==================== block 1
==> block_1/placed.png <==
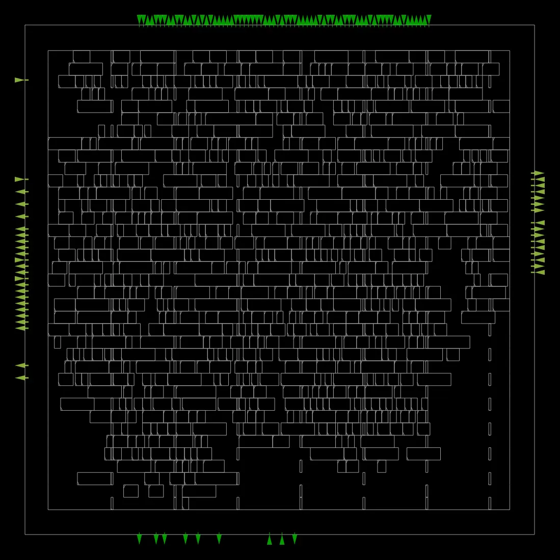
==> block_1/clock_wires.png <==
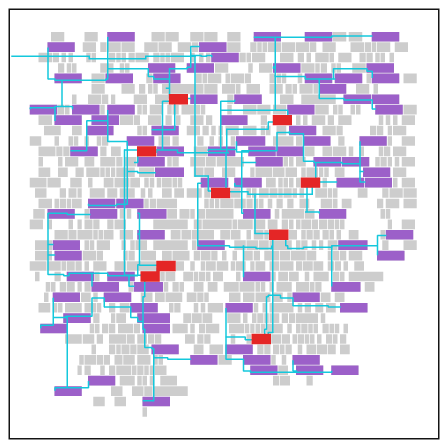
==> block_1/route_heat.png <==
The die is cut into 22 by 22 equal tiles; black is low, pale yellow is high, scaled to the fullest tile. Values are wire area over tile area, all layers added.
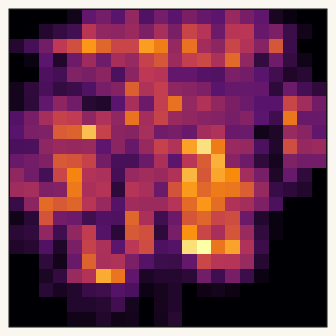
File: config.mk
export PLATFORM = sky130hd
export DESIGN_NAME = i2c_txn_sequencer
export DESIGN_NICKNAME = d
export VERILOG_FILES = /design/src/rtl/i2c_txn_sequencer.sv
export SDC_FILE = /design/constraint.sdc
export NUM_CORES = 1
export LEC_CHECK = 0
export ABC_AREA = 1
export CORE_MARGIN = 5
export CORE_UTILIZATION = 40
export DETAILED_ROUTE_END_ITERATION = 8
export PLACE_DENSITY = 0.72
export RECOVER_POWER = 25
export SLEW_MARGIN = 20
export SYNTH_ARGS = -nofsm -noshare
export SYNTH_HDL_FRONTEND = slang
export SYNTH_SLANG_ARGS = --single-unit
File: constraint.sdc
create_clock -name clk -period 1.7 [get_ports clk]
set_clock_uncertainty 0.1 [all_clocks]
set_input_delay 0.17 -clock clk [delete_from_list [all_inputs] [get_ports clk]]
set_output_delay 0.17 -clock clk [all_outputs]
set_load 0.02 [all_outputs]
File: src/rtl/i2c_txn_sequencer.sv
// i2c_txn_sequencer
// Command front end for the PicoBlaze I2C checkout engine. It takes one
// write command at a time, raises the engine's execute input and waits for
// busy to rise and then fall. It then returns the engine result, or a timeout
// indication, on a valid/ready response port. Transaction and timeout
// counters are exposed for on-chip debug probes.
module i2c_txn_sequencer #(
    parameter int TIMEOUT_CYCLES = 1048576,
    parameter int CNT_W          = 21
) (
    input  logic        clk,
    input  logic        reset,
    input  logic        cmd_valid,
    output logic        cmd_ready,
    input  logic [6:0]  cmd_address,
    input  logic [1:0]  cmd_numbytes,
    input  logic [31:0] cmd_data,
    output logic        rsp_valid,
    input  logic        rsp_ready,
    output logic [1:0]  rsp_result,
    output logic        rsp_timeout,
    output logic        i2c_execute,
    output logic [6:0]  i2c_address,
    output logic [1:0]  i2c_numbytes,
    output logic [31:0] i2c_data,
    input  logic        i2c_busy,
    input  logic [1:0]  i2c_result,
    output logic [15:0] txn_count,
    output logic [7:0]  timeout_count
);

    typedef enum logic [1:0] {
        IDLE      = 2'd0,
        LAUNCH    = 2'd1,
        WAIT_DONE = 2'd2,
        RESP      = 2'd3
    } state_t;

    // Last timer value before a stalled LAUNCH or WAIT_DONE is abandoned.
    localparam logic [CNT_W-1:0] TIMER_LAST = CNT_W'(TIMEOUT_CYCLES - 1);

    state_t            state_q,         state_d;
    logic [CNT_W-1:0]  timer_q,         timer_d;
    logic              execute_q,       execute_d;
    logic [6:0]        address_q,       address_d;
    logic [1:0]        numbytes_q,      numbytes_d;
    logic [31:0]       data_q,          data_d;
    logic              rsp_valid_q,     rsp_valid_d;
    logic [1:0]        rsp_result_q,    rsp_result_d;
    logic              rsp_timeout_q,   rsp_timeout_d;
    logic [15:0]       txn_count_q,     txn_count_d;
    logic [7:0]        timeout_count_q, timeout_count_d;

    logic              accept;
    logic              timer_expired;
    logic              abort;

    // Commands are only taken while idle and the engine is quiet. The gate on
    // busy also swallows a transaction still running after a local reset.
    assign cmd_ready     = ~reset & (state_q == IDLE) & ~i2c_busy;
    assign accept        = cmd_valid & cmd_ready;
    assign timer_expired = (timer_q == TIMER_LAST);

    // Next-state logic; every register holds unless a transition changes it.
    always_comb begin
        state_d         = state_q;
        timer_d         = timer_q;
        execute_d       = execute_q;
        address_d       = address_q;
        numbytes_d      = numbytes_q;
        data_d          = data_q;
        rsp_valid_d     = rsp_valid_q;
        rsp_result_d    = rsp_result_q;
        rsp_timeout_d   = rsp_timeout_q;
        txn_count_d     = txn_count_q;
        timeout_count_d = timeout_count_q;
        abort           = 1'b0;

        case (state_q)
            IDLE: begin
                if (accept) begin
                    address_d  = cmd_address;
                    numbytes_d = cmd_numbytes;
                    data_d     = cmd_data;
                    timer_d    = '0;
                    execute_d  = 1'b1;
                    state_d    = LAUNCH;
                end
            end
            LAUNCH: begin
                // Busy already high on entry counts as the acknowledge too.
                if (i2c_busy) begin
                    execute_d = 1'b0;
                    timer_d   = '0;
                    state_d   = WAIT_DONE;
                end else if (timer_expired) begin
                    abort = 1'b1;
                end else begin
                    timer_d = timer_q + 1'b1;
                end
            end
            WAIT_DONE: begin
                // Engine writes result and clears busy together, so the
                // result is valid in the same cycle busy is seen low.
                if (!i2c_busy) begin
                    rsp_result_d  = i2c_result;
                    rsp_timeout_d = 1'b0;
                    rsp_valid_d   = 1'b1;
                    txn_count_d   = txn_count_q + 16'd1;
                    state_d       = RESP;
                end else if (timer_expired) begin
                    abort = 1'b1;
                end else begin
                    timer_d = timer_q + 1'b1;
                end
            end
            RESP: begin
                if (rsp_ready) begin
                    rsp_valid_d = 1'b0;
                    state_d     = IDLE;
                end
            end
            default: begin
                state_d = IDLE;
            end
        endcase

        // Shared abandon path for a stall in either LAUNCH or WAIT_DONE.
        if (abort) begin
            execute_d     = 1'b0;
            rsp_timeout_d = 1'b1;
            rsp_result_d  = 2'b11;
            rsp_valid_d   = 1'b1;
            if (timeout_count_q != 8'hFF) begin
                timeout_count_d = timeout_count_q + 8'd1;
            end
            state_d = RESP;
        end
    end

    // State and output registers with synchronous reset.
    always_ff @(posedge clk) begin
        if (reset) begin
            state_q         <= IDLE;
            timer_q         <= '0;
            execute_q       <= 1'b0;
            address_q       <= '0;
            numbytes_q      <= '0;
            data_q          <= '0;
            rsp_valid_q     <= 1'b0;
            rsp_result_q    <= '0;
            rsp_timeout_q   <= 1'b0;
            txn_count_q     <= '0;
            timeout_count_q <= '0;
        end else begin
            state_q         <= state_d;
            timer_q         <= timer_d;
            execute_q       <= execute_d;
            address_q       <= address_d;
            numbytes_q      <= numbytes_d;
            data_q          <= data_d;
            rsp_valid_q     <= rsp_valid_d;
            rsp_result_q    <= rsp_result_d;
            rsp_timeout_q   <= rsp_timeout_d;
            txn_count_q     <= txn_count_d;
            timeout_count_q <= timeout_count_d;
        end
    end

    assign i2c_execute   = execute_q;
    assign i2c_address   = address_q;
    assign i2c_numbytes  = numbytes_q;
    assign i2c_data      = data_q;
    assign rsp_valid     = rsp_valid_q;
    assign rsp_result    = rsp_result_q;
    assign rsp_timeout   = rsp_timeout_q;
    assign txn_count     = txn_count_q;
    assign timeout_count = timeout_count_q;

endmodule

==> results_slide.txt <==
Physical Implementation Snapshot

Critical path
  – Critical path depth in cells: 10

Run status
  – Violated checks: negative setup slack
  – Outcome: finished with violations

Final timing
  – Final Setup Violations: 38
  – Period utilization: 108%
  – Fin worst setup slack: -0.128 ns
  – TNS Setup: -2.92 ns

Power
  – Combinational Power: 0.00237 W

Placed design
  – GP Congestion: 0.847
  – # placed instances: 867

Routing
  – DRC Markers: 0
  – Routed Antenna Nets: 0

Logic synthesis
  – Aoi share: 13.3%
  – Synthesized cell area: 4140 um^2

Global routing
  – Routing usage on met2: 35.0%
  – Met1 Use GR: 21.4%
  – Global Route met3 Usage: 3.64%

Finish
  – Layout cell share with drive strength beyond 1: 22.2%
About block_1/placed.png:
core area: 10200 um^2
# Taps: 136
FP Rows: 37

About block_1/clock_wires.png:
[cyan] clock wires | length: 1150 um
[purple] flip-flops | count: 93
[red] clock-net drivers | count: 9
routed clock nets: 10
flops lie: all over the die

About block_1/route_heat.png:
nearly empty tiles: 17%
emptiest ninth of the die: bottom right
fullest tile: 0.54
densest ninth of the die: middle
mean over tiles: 0.16
tiles over half the peak: 17%

-- stage by stage --
| step | total power [W] | hold slack (ns) |
|---|---|---|
| after CTS | 0.00619 | 0.297 |
| after detailed placement | 0.00444 | 0.353 |
| after global routing | 0.00680 | 0.305 |
| after floorplan | 0.00354 | 0.234 |
| final | 0.00646 | 0.307 |
| after global placement | 0.00439 | 0.351 |
-- sequential cells by signal (all words and copies together) (netlist names), 2 cells and up --
name	flops
rsp_result	2
timeout_count	8
i2c_address	7
timer_q	21
i2c_data	32
state_q	2
i2c_numbytes	2
txn_count	16

==================== block 2
<file path="src/rtl/enemy_fire_scheduler.sv">
// Enemy fire scheduler: once per eligible frame, grants one requesting enemy
// (round-robin) a free bullet slot, then waits COOLDOWN_FRAMES frames.
module enemy_fire_scheduler #(
   parameter int AMOUNT_OF_ENEMIES = 2,
   parameter int BULLET_SLOTS      = 4,
   parameter int COOLDOWN_FRAMES   = 30
) (
   input  logic                         clk,
   input  logic                         resetN,
   input  logic                         startOfFrame,
   input  logic                         pause,
   input  logic [AMOUNT_OF_ENEMIES-1:0] fireReq,
   input  logic [BULLET_SLOTS-1:0]      bulletDone,
   output logic                         grantValid,
   output logic [3:0]                   grantId,
   output logic [2:0]                   grantSlot,
   output logic [BULLET_SLOTS-1:0]      slotBusy,
   output logic [3:0]                   activeBullets
);

   typedef enum logic [1:0] {
      IDLE      = 2'd0,
      ARBITRATE = 2'd1,
      GRANT     = 2'd2,
      COOLDOWN  = 2'd3
   } state_t;

   state_t                  state_q, state_d;
   logic [3:0]              rr_ptr_q, rr_ptr_d;
   logic [7:0]              cnt_q, cnt_d;
   logic [BULLET_SLOTS-1:0] busy_q, busy_d;
   logic                    gv_q, gv_d;
   logic [3:0]              gid_q, gid_d;
   logic [2:0]              gslot_q, gslot_d;

   logic                    sof_run_s;
   logic                    win_found_s;
   logic [3:0]              win_id_s;
   logic                    slot_found_s;
   logic [2:0]              slot_id_s;

   function automatic logic [3:0] popcount(input logic [BULLET_SLOTS-1:0] v);
      logic [3:0] c;
      c = 4'd0;
      for (int k = 0; k < BULLET_SLOTS; k++) begin
         c = c + 4'(v[k]);
      end
      return c;
   endfunction

   assign sof_run_s = startOfFrame & ~pause;

   // Round-robin winner: first set request at or above rr_ptr_q, wrapping.
   always_comb begin
      logic [4:0]                   idx;
      logic [AMOUNT_OF_ENEMIES-1:0] req_sh;
      idx         = 5'd0;
      req_sh      = '0;
      win_found_s = 1'b0;
      win_id_s    = 4'd0;
      for (int i = 0; i < AMOUNT_OF_ENEMIES; i++) begin
         idx = {1'b0, rr_ptr_q} + 5'(i);
         if (idx >= 5'(AMOUNT_OF_ENEMIES)) begin
            idx = idx - 5'(AMOUNT_OF_ENEMIES);
         end else begin
            idx = idx;
         end
         req_sh = fireReq >> idx;
         if (!win_found_s && req_sh[0]) begin
            win_found_s = 1'b1;
            win_id_s    = idx[3:0];
         end else begin
            win_found_s = win_found_s;
         end
      end
   end

   // Lowest-index free slot; scanning downward leaves the lowest one last.
   always_comb begin
      slot_found_s = 1'b0;
      slot_id_s    = 3'd0;
      for (int k = BULLET_SLOTS - 1; k >= 0; k--) begin
         if (!busy_q[k]) begin
            slot_found_s = 1'b1;
            slot_id_s    = 3'(k);
         end else begin
            slot_id_s = slot_id_s;
         end
      end
   end

   // Next-state, slot bookkeeping and grant outputs.
   always_comb begin
      logic [3:0] nxt_ptr;
      nxt_ptr  = 4'd0;
      state_d  = state_q;
      rr_ptr_d = rr_ptr_q;
      cnt_d    = cnt_q;
      gv_d     = 1'b0;
      gid_d    = 4'd0;
      gslot_d  = 3'd0;
      busy_d   = busy_q & ~bulletDone;
      case (state_q)
         IDLE: begin
            if (sof_run_s) begin
               state_d = ARBITRATE;
            end else begin
               state_d = IDLE;
            end
         end
         ARBITRATE: begin
            if (win_found_s && slot_found_s) begin
               state_d = GRANT;
               gv_d    = 1'b1;
               gid_d   = win_id_s;
               gslot_d = slot_id_s;
            end else begin
               state_d = IDLE;
            end
         end
         GRANT: begin
            busy_d  = busy_d | (BULLET_SLOTS'(1'b1) << gslot_q);
            nxt_ptr = gid_q + 4'd1;
            if (nxt_ptr == 4'(AMOUNT_OF_ENEMIES)) begin
               rr_ptr_d = 4'd0;
            end else begin
               rr_ptr_d = nxt_ptr;
            end
            cnt_d = 8'(COOLDOWN_FRAMES);
            if (COOLDOWN_FRAMES > 0) begin
               state_d = COOLDOWN;
            end else begin
               state_d = IDLE;
            end
         end
         COOLDOWN: begin
            if (sof_run_s) begin
               cnt_d = cnt_q - 8'd1;
               if (cnt_q == 8'd1) begin
                  state_d = IDLE;
               end else begin
                  state_d = COOLDOWN;
               end
            end else begin
               cnt_d = cnt_q;
            end
         end
         default: begin
            state_d = IDLE;
         end
      endcase
   end

   // State and output registers.
   always_ff @(posedge clk or negedge resetN) begin
      if (!resetN) begin
         state_q  <= IDLE;
         rr_ptr_q <= 4'd0;
         cnt_q    <= 8'd0;
         busy_q   <= '0;
         gv_q     <= 1'b0;
         gid_q    <= 4'd0;
         gslot_q  <= 3'd0;
      end else begin
         state_q  <= state_d;
         rr_ptr_q <= rr_ptr_d;
         cnt_q    <= cnt_d;
         busy_q   <= busy_d;
         gv_q     <= gv_d;
         gid_q    <= gid_d;
         gslot_q  <= gslot_d;
      end
   end

   assign grantValid    = gv_q;
   assign grantId       = gid_q;
   assign grantSlot     = gslot_q;
   assign slotBusy      = busy_q;
   assign activeBullets = popcount(busy_q);

endmodule
</file>
<file path="config.mk">
export PLATFORM = sky130hd
export DESIGN_NAME = enemy_fire_scheduler
export DESIGN_NICKNAME = d
export VERILOG_FILES = /design/src/rtl/enemy_fire_scheduler.sv
export SDC_FILE = /design/constraint.sdc
export NUM_CORES = 1
export LEC_CHECK = 0
export CORE_MARGIN = 2
export CORE_UTILIZATION = 56
export CTS_CLUSTER_DIAMETER = 40
export DETAILED_ROUTE_END_ITERATION = 10
export GPL_TIMING_DRIVEN = 0
export PLACE_DENSITY = 0.84
export SETUP_SLACK_MARGIN = 0.1
export SLEW_MARGIN = 15
export SYNTH_ARGS = -nofsm -noshare
export SYNTH_HDL_FRONTEND = slang
export SYNTH_SLANG_ARGS = --single-unit
</file>
<file path="constraint.sdc">
create_clock -name clk -period 3.4 [get_ports clk]
set_input_delay 0.68 -clock clk [delete_from_list [all_inputs] [get_ports clk]]
set_output_delay 0.68 -clock clk [all_outputs]
set_load 0.005 [all_outputs]
</file>
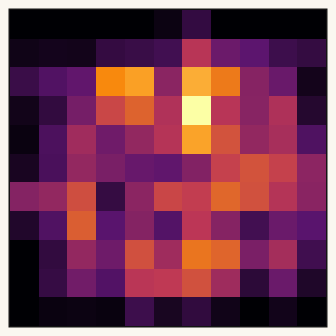
(block_2/route_heat.png)
The die is cut into 11 by 11 equal tiles; black is low, pale yellow is high, scaled to the fullest tile. Values are wire area over tile area, all layers added.
fullest tile: 0.53
nearly empty tiles: 12%
tiles over half the peak: 19%

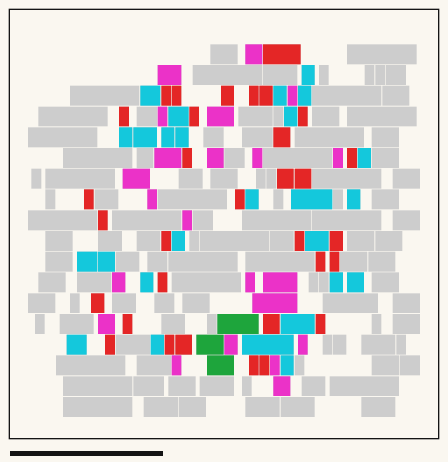
(block_2/gates.png)
The bar under the picture is 20 um long.
[cyan] aoi and oai cells | cells: 26 | most used: o21ai_0
[green] mux cells | cells: 3 | most used: mux2i_1
[magenta] nor cells | cells: 22 | most used: nor2_1
[red] nand cells | cells: 32 | most used: nand2_1

==> results_slide.txt <==
Physical Implementation Snapshot

Finish
  – Flip-flops: 25
  – Clk cell area share: 1.64%
  – Utilization after layout: 72.5%

Clock tree
  – CTS resizes: 0
  – Clock root buffer: clkbuf_4

Critical path
  – Critical Path Source Type: flop

Die
  – Die X: 56.1 um
  – Core area: 2520 um^2

Logic synthesis
  – Async SR Flop Fraction: 100%
  – Aoi share: 15.5%
  – EDFF count, synth: 0
  – Yosys chip area: 1520 um^2

Final timing
  – Worst Skew: 0.00685 ns

Global routing
  – Met1 Use GR: 27.9%

Run status
  – Outcome: finished, final reports clean

Routing
  – Metal3 WL: 170 um

Power
  – Pint: 0.000660 W
[sequential cells by signal, summed over array words and instances (netlist names)]
name and cells:
cnt_q 8, grantId 4, grantSlot 2, grantValid 1
rr_ptr_q 4, slotBusy 4, state_q 2
[stage by stage]
stage	hold slack (ns)	std cells	area (um^2)	total power, W
4_1_cts	0.542	217	1830	0.00115
2_1_floorplan	0.384	160	1540	0.000859
3_3_place_gp	0.512	213	1800	0.000973
3_5_place_dp	0.523	213	1800	0.00101
5_1_grt	0.343	217	1830	0.00126
6_report	0.317	217	1830	0.00115

==================== block 3
--- config.mk ---
export PLATFORM = sky130hd
export DESIGN_NAME = regfile_dump
export DESIGN_NICKNAME = d
export VERILOG_FILES = /design/src/rtl/regfile_dump.sv
export SDC_FILE = /design/constraint.sdc
export NUM_CORES = 1
export LEC_CHECK = 0
export CORE_MARGIN = 5
export CORE_UTILIZATION = 30
export DETAILED_ROUTE_END_ITERATION = 12
export HOLD_SLACK_MARGIN = 0.08
export SETUP_SLACK_MARGIN = 0.2
export SLEW_MARGIN = 20
export SYNTH_ARGS = -nofsm -noshare
export SYNTH_HDL_FRONTEND = slang
export SYNTH_SLANG_ARGS = --single-unit
--- constraint.sdc ---
create_clock -name clk -period 1.6 [get_ports clk]
set_input_delay 0.24 -clock clk [delete_from_list [all_inputs] [get_ports clk]]
set_output_delay 0.24 -clock clk [all_outputs]
set_load 0.005 [all_outputs]
--- src/rtl/regfile_dump.sv ---
// Debug read-out engine: walks register indices 0..NUM_REGS-1 through one
// regfile read port and streams (index, value) pairs on a valid/ready output.
module regfile_dump #(
    parameter int DATA_W   = 32,
    parameter int ADDR_W   = 5,
    parameter int NUM_REGS = 32
) (
    input  logic              clk,
    input  logic              reset,
    input  logic              start,
    input  logic              abort,
    output logic              busy,
    output logic              done,
    output logic [ADDR_W-1:0] rd_sel,
    input  logic [DATA_W-1:0] rd_data,
    output logic              out_valid,
    input  logic              out_ready,
    output logic [ADDR_W-1:0] out_idx,
    output logic [DATA_W-1:0] out_data,
    output logic [1:0]        state
);

    // Output handshake: a pair transfers on a rising edge where out_valid and
    // out_ready are both 1; once raised, out_valid and the pair stay stable
    // until that transfer, except when abort or reset drops them.

    typedef enum logic [1:0] {
        IDLE = 2'd0,
        READ = 2'd1,
        SEND = 2'd2,
        DONE = 2'd3
    } state_t;

    localparam logic [ADDR_W-1:0] LAST_IDX = ADDR_W'(NUM_REGS - 1);

    state_t            state_q;
    state_t            state_d;
    logic [ADDR_W-1:0] idx;

    always_comb begin
        state_d = state_q;
        case (state_q)
            IDLE:    if (start) state_d = READ;
            READ:    state_d = SEND;
            SEND:    if (out_ready) state_d = (idx == LAST_IDX) ? DONE : READ;
            DONE:    state_d = IDLE;
            default: state_d = IDLE;
        endcase
        // abort outranks everything, including a start in the same cycle
        if (abort) state_d = IDLE;
    end

    always_ff @(posedge clk) begin
        if (reset) begin
            state_q   <= IDLE;
            idx       <= '0;
            out_valid <= 1'b0;
            out_idx   <= '0;
            out_data  <= '0;
        end else begin
            state_q <= state_d;
            if (abort) begin
                idx       <= '0;
                out_valid <= 1'b0;
            end else begin
                case (state_q)
                    IDLE: idx <= '0;
                    READ: begin
                        out_data  <= rd_data;
                        out_idx   <= idx;
                        out_valid <= 1'b1;
                    end
                    SEND: begin
                        if (out_ready) begin
                            out_valid <= 1'b0;
                            // index saturates at the last register; DONE clears it
                            if (idx != LAST_IDX) idx <= idx + ADDR_W'(1);
                        end
                    end
                    DONE: idx <= '0;
                    default: idx <= '0;
                endcase
            end
        end
    end

    assign busy   = (state_q == READ) || (state_q == SEND);
    assign done   = (state_q == DONE);
    assign rd_sel = (state_q == READ) ? idx : '0;
    assign state  = state_q;

endmodule

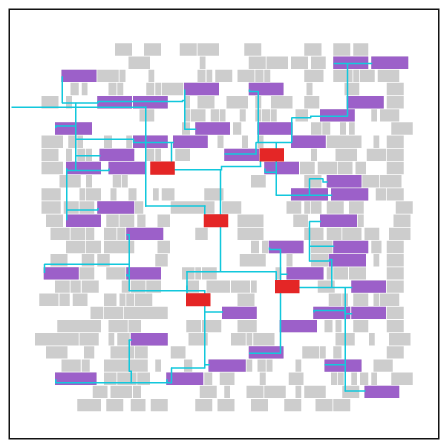
(block_3/clock_wires.png)
[purple] flip-flops | count: 45
[red] clock-net drivers | count: 5
[cyan] clock wires | length: 580 um
routed clock nets: 6

==> results_slide.txt <==
Physical Implementation Snapshot

Min path
  – Worst hold path type: flop to flop
  – Worst Hold Endpoint: out_data[26]

Placed design
  – Hpwl dp: 3650 um
  – # placed instances: 384
  – I/O Buffers: 83
  – Dpl ws: -0.0105 ns

Global routing
  – Met1 Use GR: 17.7%
  – Gr usage total: 13.4%
  – Global Route met3 Usage: 3.45%
  – Total grt overflow: 0

Finish
  – Most frequent cells in the layout: 59 x nand2_1, 48 x clkdlybuf4s50_1, 27 x dfxtp_1, 21 x a21oi_1, 21 x dlymetal6s2s_1
  – Syn-to-layout area delta: 82.6%
  – Multi-In Gates: 163

Logic synthesis
  – Max-area cell share: 48.8%
  – Synthesized cell area: 1840 um^2
  – Count leader, synth: nand2_1
  – Ys flops: 45
  – MUX share of area: 1.09%
  – Post-synth cell types: 33

Power
  – Leakage: 1.65 nW
  – Power Density: 654 nW/um^2

Run
  – MaxCap Viol Count: 0

Clock tree
  – Htree depth: 2
  – Hold-fix buffers, CTS: 0

Routing
  – Initial detailed-routing violation count: 35
  – Metal3 WL: 344 um

Run status
  – Outcome: finished, final reports clean

Final timing
  – Fmax achieved: 658 MHz

Die
  – Die X: 88.4 um
## power by group
part / switching, W / internal (W) / total [W]
logic: 0.000154 / 0.000204 / 0.000358
registers: 0.0000149 / 0.00115 / 0.00116
clock network: 0.000376 / 0.000310 / 0.000686
total: 0.000545 / 0.00166 / 0.00220
## stage by stage
step	total power [W]	hold WS, ns
after CTS	0.00219	0.457
after global placement	0.00147	0.442
after global routing	0.00231	0.474
after floorplan	0.00130	0.319
final	0.00220	0.454
after detailed placement	0.00148	0.446
## state kept, by name (all words and copies together), names as in the netlist
name       flops
out_data      32
idx            5
out_idx        5
state          2
out_valid      1

==================== block 4
==> block_4/route_heat.png <==
The die is cut into 16 by 17 equal tiles; black is low, pale yellow is high, scaled to the fullest tile. Values are wire area over tile area, all layers added.
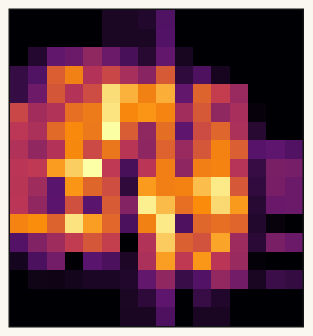
==> block_4/gates.png <==
The bar under the picture is 20 um long.
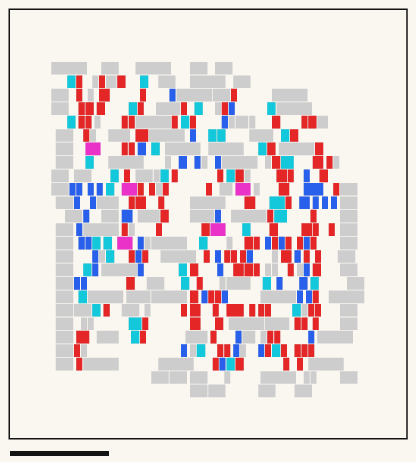
===== src/rtl/prog_ctr_fetch_pkg.sv =====
// ============================================================================
// Module   : prog_ctr_fetch_pkg
// Brief    : Shared definitions for the program-counter / fetch stage.
// Revision : 1.0
// ============================================================================
`default_nettype none

package prog_ctr_fetch_pkg;

    localparam int PC_W = 10;

    typedef enum logic [1:0] {
        IDLE = 2'd0,
        RUN  = 2'd1,
        DONE = 2'd2
    } fetch_state_t;

endpackage

`default_nettype wire


===== src/rtl/prog_ctr_fetch.sv =====
// ============================================================================
// Module   : prog_ctr_fetch
// Brief    : PC register, branch resolution, start/run/done handshake and
//            saturating run-cycle counter.
// Revision : 1.0
// ============================================================================
`default_nettype none

module prog_ctr_fetch
    import prog_ctr_fetch_pkg::*;
#(
    parameter int T          = PC_W,
    parameter int W          = 8,
    parameter int START_ADDR = 0,
    parameter int CNT_W      = 16
) (
    input  logic             clk,
    input  logic             rst_n,
    input  logic             start,
    input  logic             done_in,
    input  logic             branch_ez,
    input  logic             branch_nz,
    input  logic             branch_always,
    input  logic             zero_flag,
    input  logic [W-1:0]     target,
    output logic [T-1:0]     prog_ctr,
    output logic [T-1:0]     prog_ctr_p1,
    output logic             running,
    output logic             done,
    output logic [CNT_W-1:0] cycle_count
);

    localparam logic [T-1:0] c_start_addr = T'(START_ADDR);

    fetch_state_t     r_state;
    logic [T-1:0]     r_prog_ctr;
    logic             r_running;
    logic             r_done;
    logic [CNT_W-1:0] r_cycle_count;

    logic             w_taken;
    logic [T-1:0]     w_branch_pc;
    logic [T-1:0]     w_next_pc;

    assign w_taken = branch_always
                   | (branch_ez &  zero_flag)
                   | (branch_nz & ~zero_flag);

    // A taken branch only replaces the low W bits, keeping the current page.
    generate
        if (T > W) begin : g_paged
            assign w_branch_pc = {r_prog_ctr[T-1:W], target};
        end else begin : g_flat
            assign w_branch_pc = target[T-1:0];
        end
    endgenerate

    always_comb begin
        w_next_pc = r_prog_ctr + T'(1);
        if (w_taken) begin
            w_next_pc = w_branch_pc;
        end
    end

    always_ff @(posedge clk) begin
        if (!rst_n) begin
            r_state       <= IDLE;
            r_prog_ctr    <= c_start_addr;
            r_running     <= 1'b0;
            r_done        <= 1'b0;
            r_cycle_count <= '0;
        end else begin
            case (r_state)
                IDLE, DONE: begin
                    if (start) begin
                        r_state       <= RUN;
                        r_prog_ctr    <= c_start_addr;
                        r_running     <= 1'b1;
                        r_done        <= 1'b0;
                        r_cycle_count <= '0;
                    end
                end
                RUN: begin
                    if (r_cycle_count != {CNT_W{1'b1}}) begin
                        r_cycle_count <= r_cycle_count + CNT_W'(1);
                    end
                    // DNE takes priority over any branch and parks the PC.
                    if (done_in) begin
                        r_state   <= DONE;
                        r_running <= 1'b0;
                        r_done    <= 1'b1;
                    end else begin
                        r_prog_ctr <= w_next_pc;
                    end
                end
                default: begin
                    r_state   <= IDLE;
                    r_running <= 1'b0;
                    r_done    <= 1'b0;
                end
            endcase
        end
    end

    assign prog_ctr    = r_prog_ctr;
    assign prog_ctr_p1 = r_prog_ctr + T'(1);
    assign running     = r_running;
    assign done        = r_done;
    assign cycle_count = r_cycle_count;

endmodule

`default_nettype wire


===== config.mk =====
export PLATFORM = sky130hd
export DESIGN_NAME = prog_ctr_fetch
export DESIGN_NICKNAME = d
export VERILOG_FILES = /design/src/rtl/prog_ctr_fetch_pkg.sv /design/src/rtl/prog_ctr_fetch.sv
export SDC_FILE = /design/constraint.sdc
export NUM_CORES = 1
export LEC_CHECK = 0
export ABC_AREA = 1
export ABC_CLOCK_PERIOD_IN_PS = 2500
export CORE_ASPECT_RATIO = 1.1
export CORE_MARGIN = 8
export CORE_UTILIZATION = 39
export DETAILED_ROUTE_END_ITERATION = 8
export PLACE_DENSITY = 0.69
export RECOVER_POWER = 50
export SYNTH_ARGS = -nofsm -noshare
export SYNTH_HDL_FRONTEND = slang
export SYNTH_SLANG_ARGS = --single-unit

===== constraint.sdc =====
create_clock -name clk -period 2.5 [get_ports clk]
set_input_delay 0.375 -clock clk [delete_from_list [all_inputs] [get_ports clk]]
set_output_delay 0.375 -clock clk [all_outputs]
set_load 0.02 [all_outputs]

==> results_slide.txt <==
Physical Implementation Snapshot

Final timing
  – Fin worst setup slack: 0.148 ns
  – RSZ-0062 raised after global routing: false

Routing
  – DRC Markers: 0
  – Via-per-instance ratio: 4.88
  – Routed Antenna Nets: 0
  – Wirelength per Cell: 12.5 um

Clock tree
  – Post-CTS Setup Inserts: 0
  – Clk slew on worst S/H paths: 0.06 ns
  – Hold-fix buffers, CTS: 0

Critical path
  – CP peak stage delay: 0.60 ns
  – Critical path, cell by cell: nand3_1, nor2_2, nand3_1, nand2_1, and2_1, clkdlybuf4s50_1
  – CP delay by family, top: simple AND/OR/NAND/NOR gates

Logic synthesis
  – Top cells by count, synth: 85 x nand2_1, 47 x nor2_1, 29 x dfxtp_1, 29 x inv_1, 25 x a21oi_1
  – Yosys warns: 0
  – Post-synth area hogs: dfxtp_1 33%, nand2_1 18%, nor2_1 10%, a21oi_1 7.1%, nand3_1 6.2%
  – Comb area leader: simple AND/OR/NAND/NOR gates

Run
  – Log Warnings: 26

Placed design
  – Hpwl dp: 3920 um
  – # placed instances: 394
  – Dpl cell area: 2370 um^2

Power
  – Sw Ratio: 26.9%
  – Top pwr grp: sequential cells
  – Clk power: 0.000389 W

Run status
  – Outcome: finished, final reports clean

Finish
  – Flop area: 581 um^2
  – Final Cell Area: 2440 um^2
About block_4/route_heat.png:
emptiest ninth of the die: top right
fullest tile: 0.37
mean over tiles: 0.12

About block_4/gates.png:
[cyan] aoi and oai cells | cells: 38 | most used: a21oi_1
[magenta] xor and xnor cells | cells: 5 | most used: xor2_1
[red] nand cells | cells: 121 | most used: nand2_1
[blue] nor cells | cells: 53 | most used: nor2_1

==> registers in the layout (all words and copies together), names as in the netlist <==
name / cells
prog_ctr: 10
r_state: 2
running: 1
cycle_count: 16
==> kinds of logic after synthesis <==
logic type | Yosys count
compound gates | 38
xor+xnor | 5
fa+ha+maj | 2
buf+inv | 38
flops | 29
simple gates | 176
==> area by class of cell <==
cell class | count | area share, %
Sequential cell | 29 | 23.8
Multi-Input combinational cell | 221 | 41.8
Inverter | 31 | 4.76
Clock buffer | 7 | 3.53
Tap cell | 54 | 2.76
Timing Repair Buffer | 59 | 23.4


==> gallery <==
Placement view.
shot_01.png
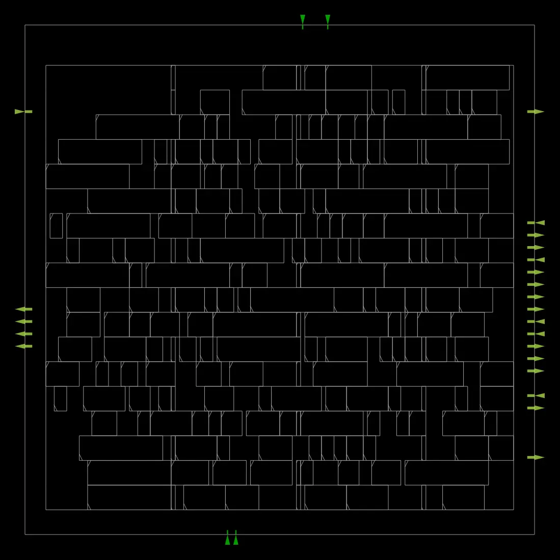
shot_02.png
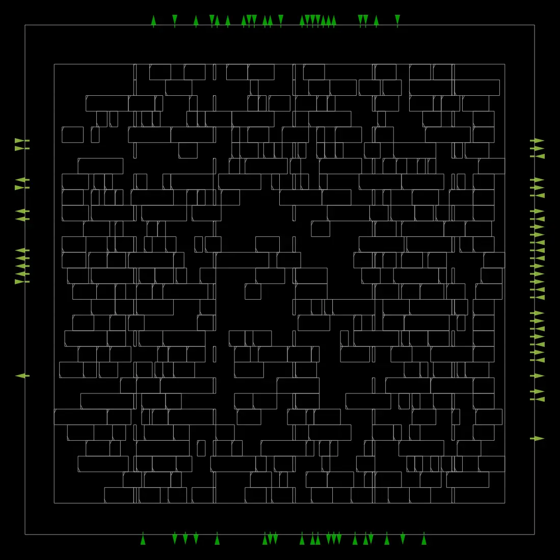
shot_03.png
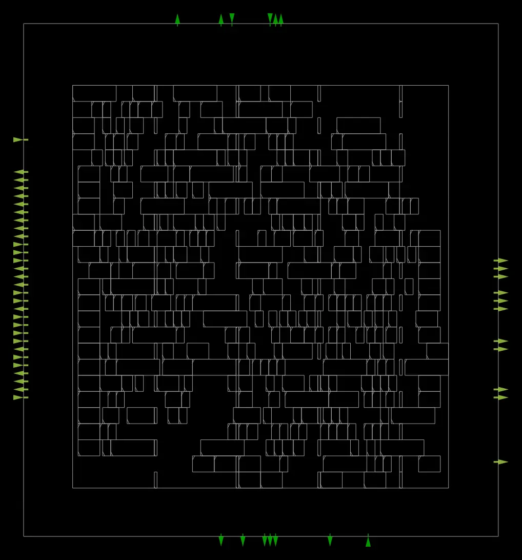
The one with the highest utilization is shot_01.png.
shot_03.png comes from block 4.
shot_02.png comes from block 3.
shot_01.png comes from block 2.

Power figures rest on the tool's default switching activity, not on a simulated workload.
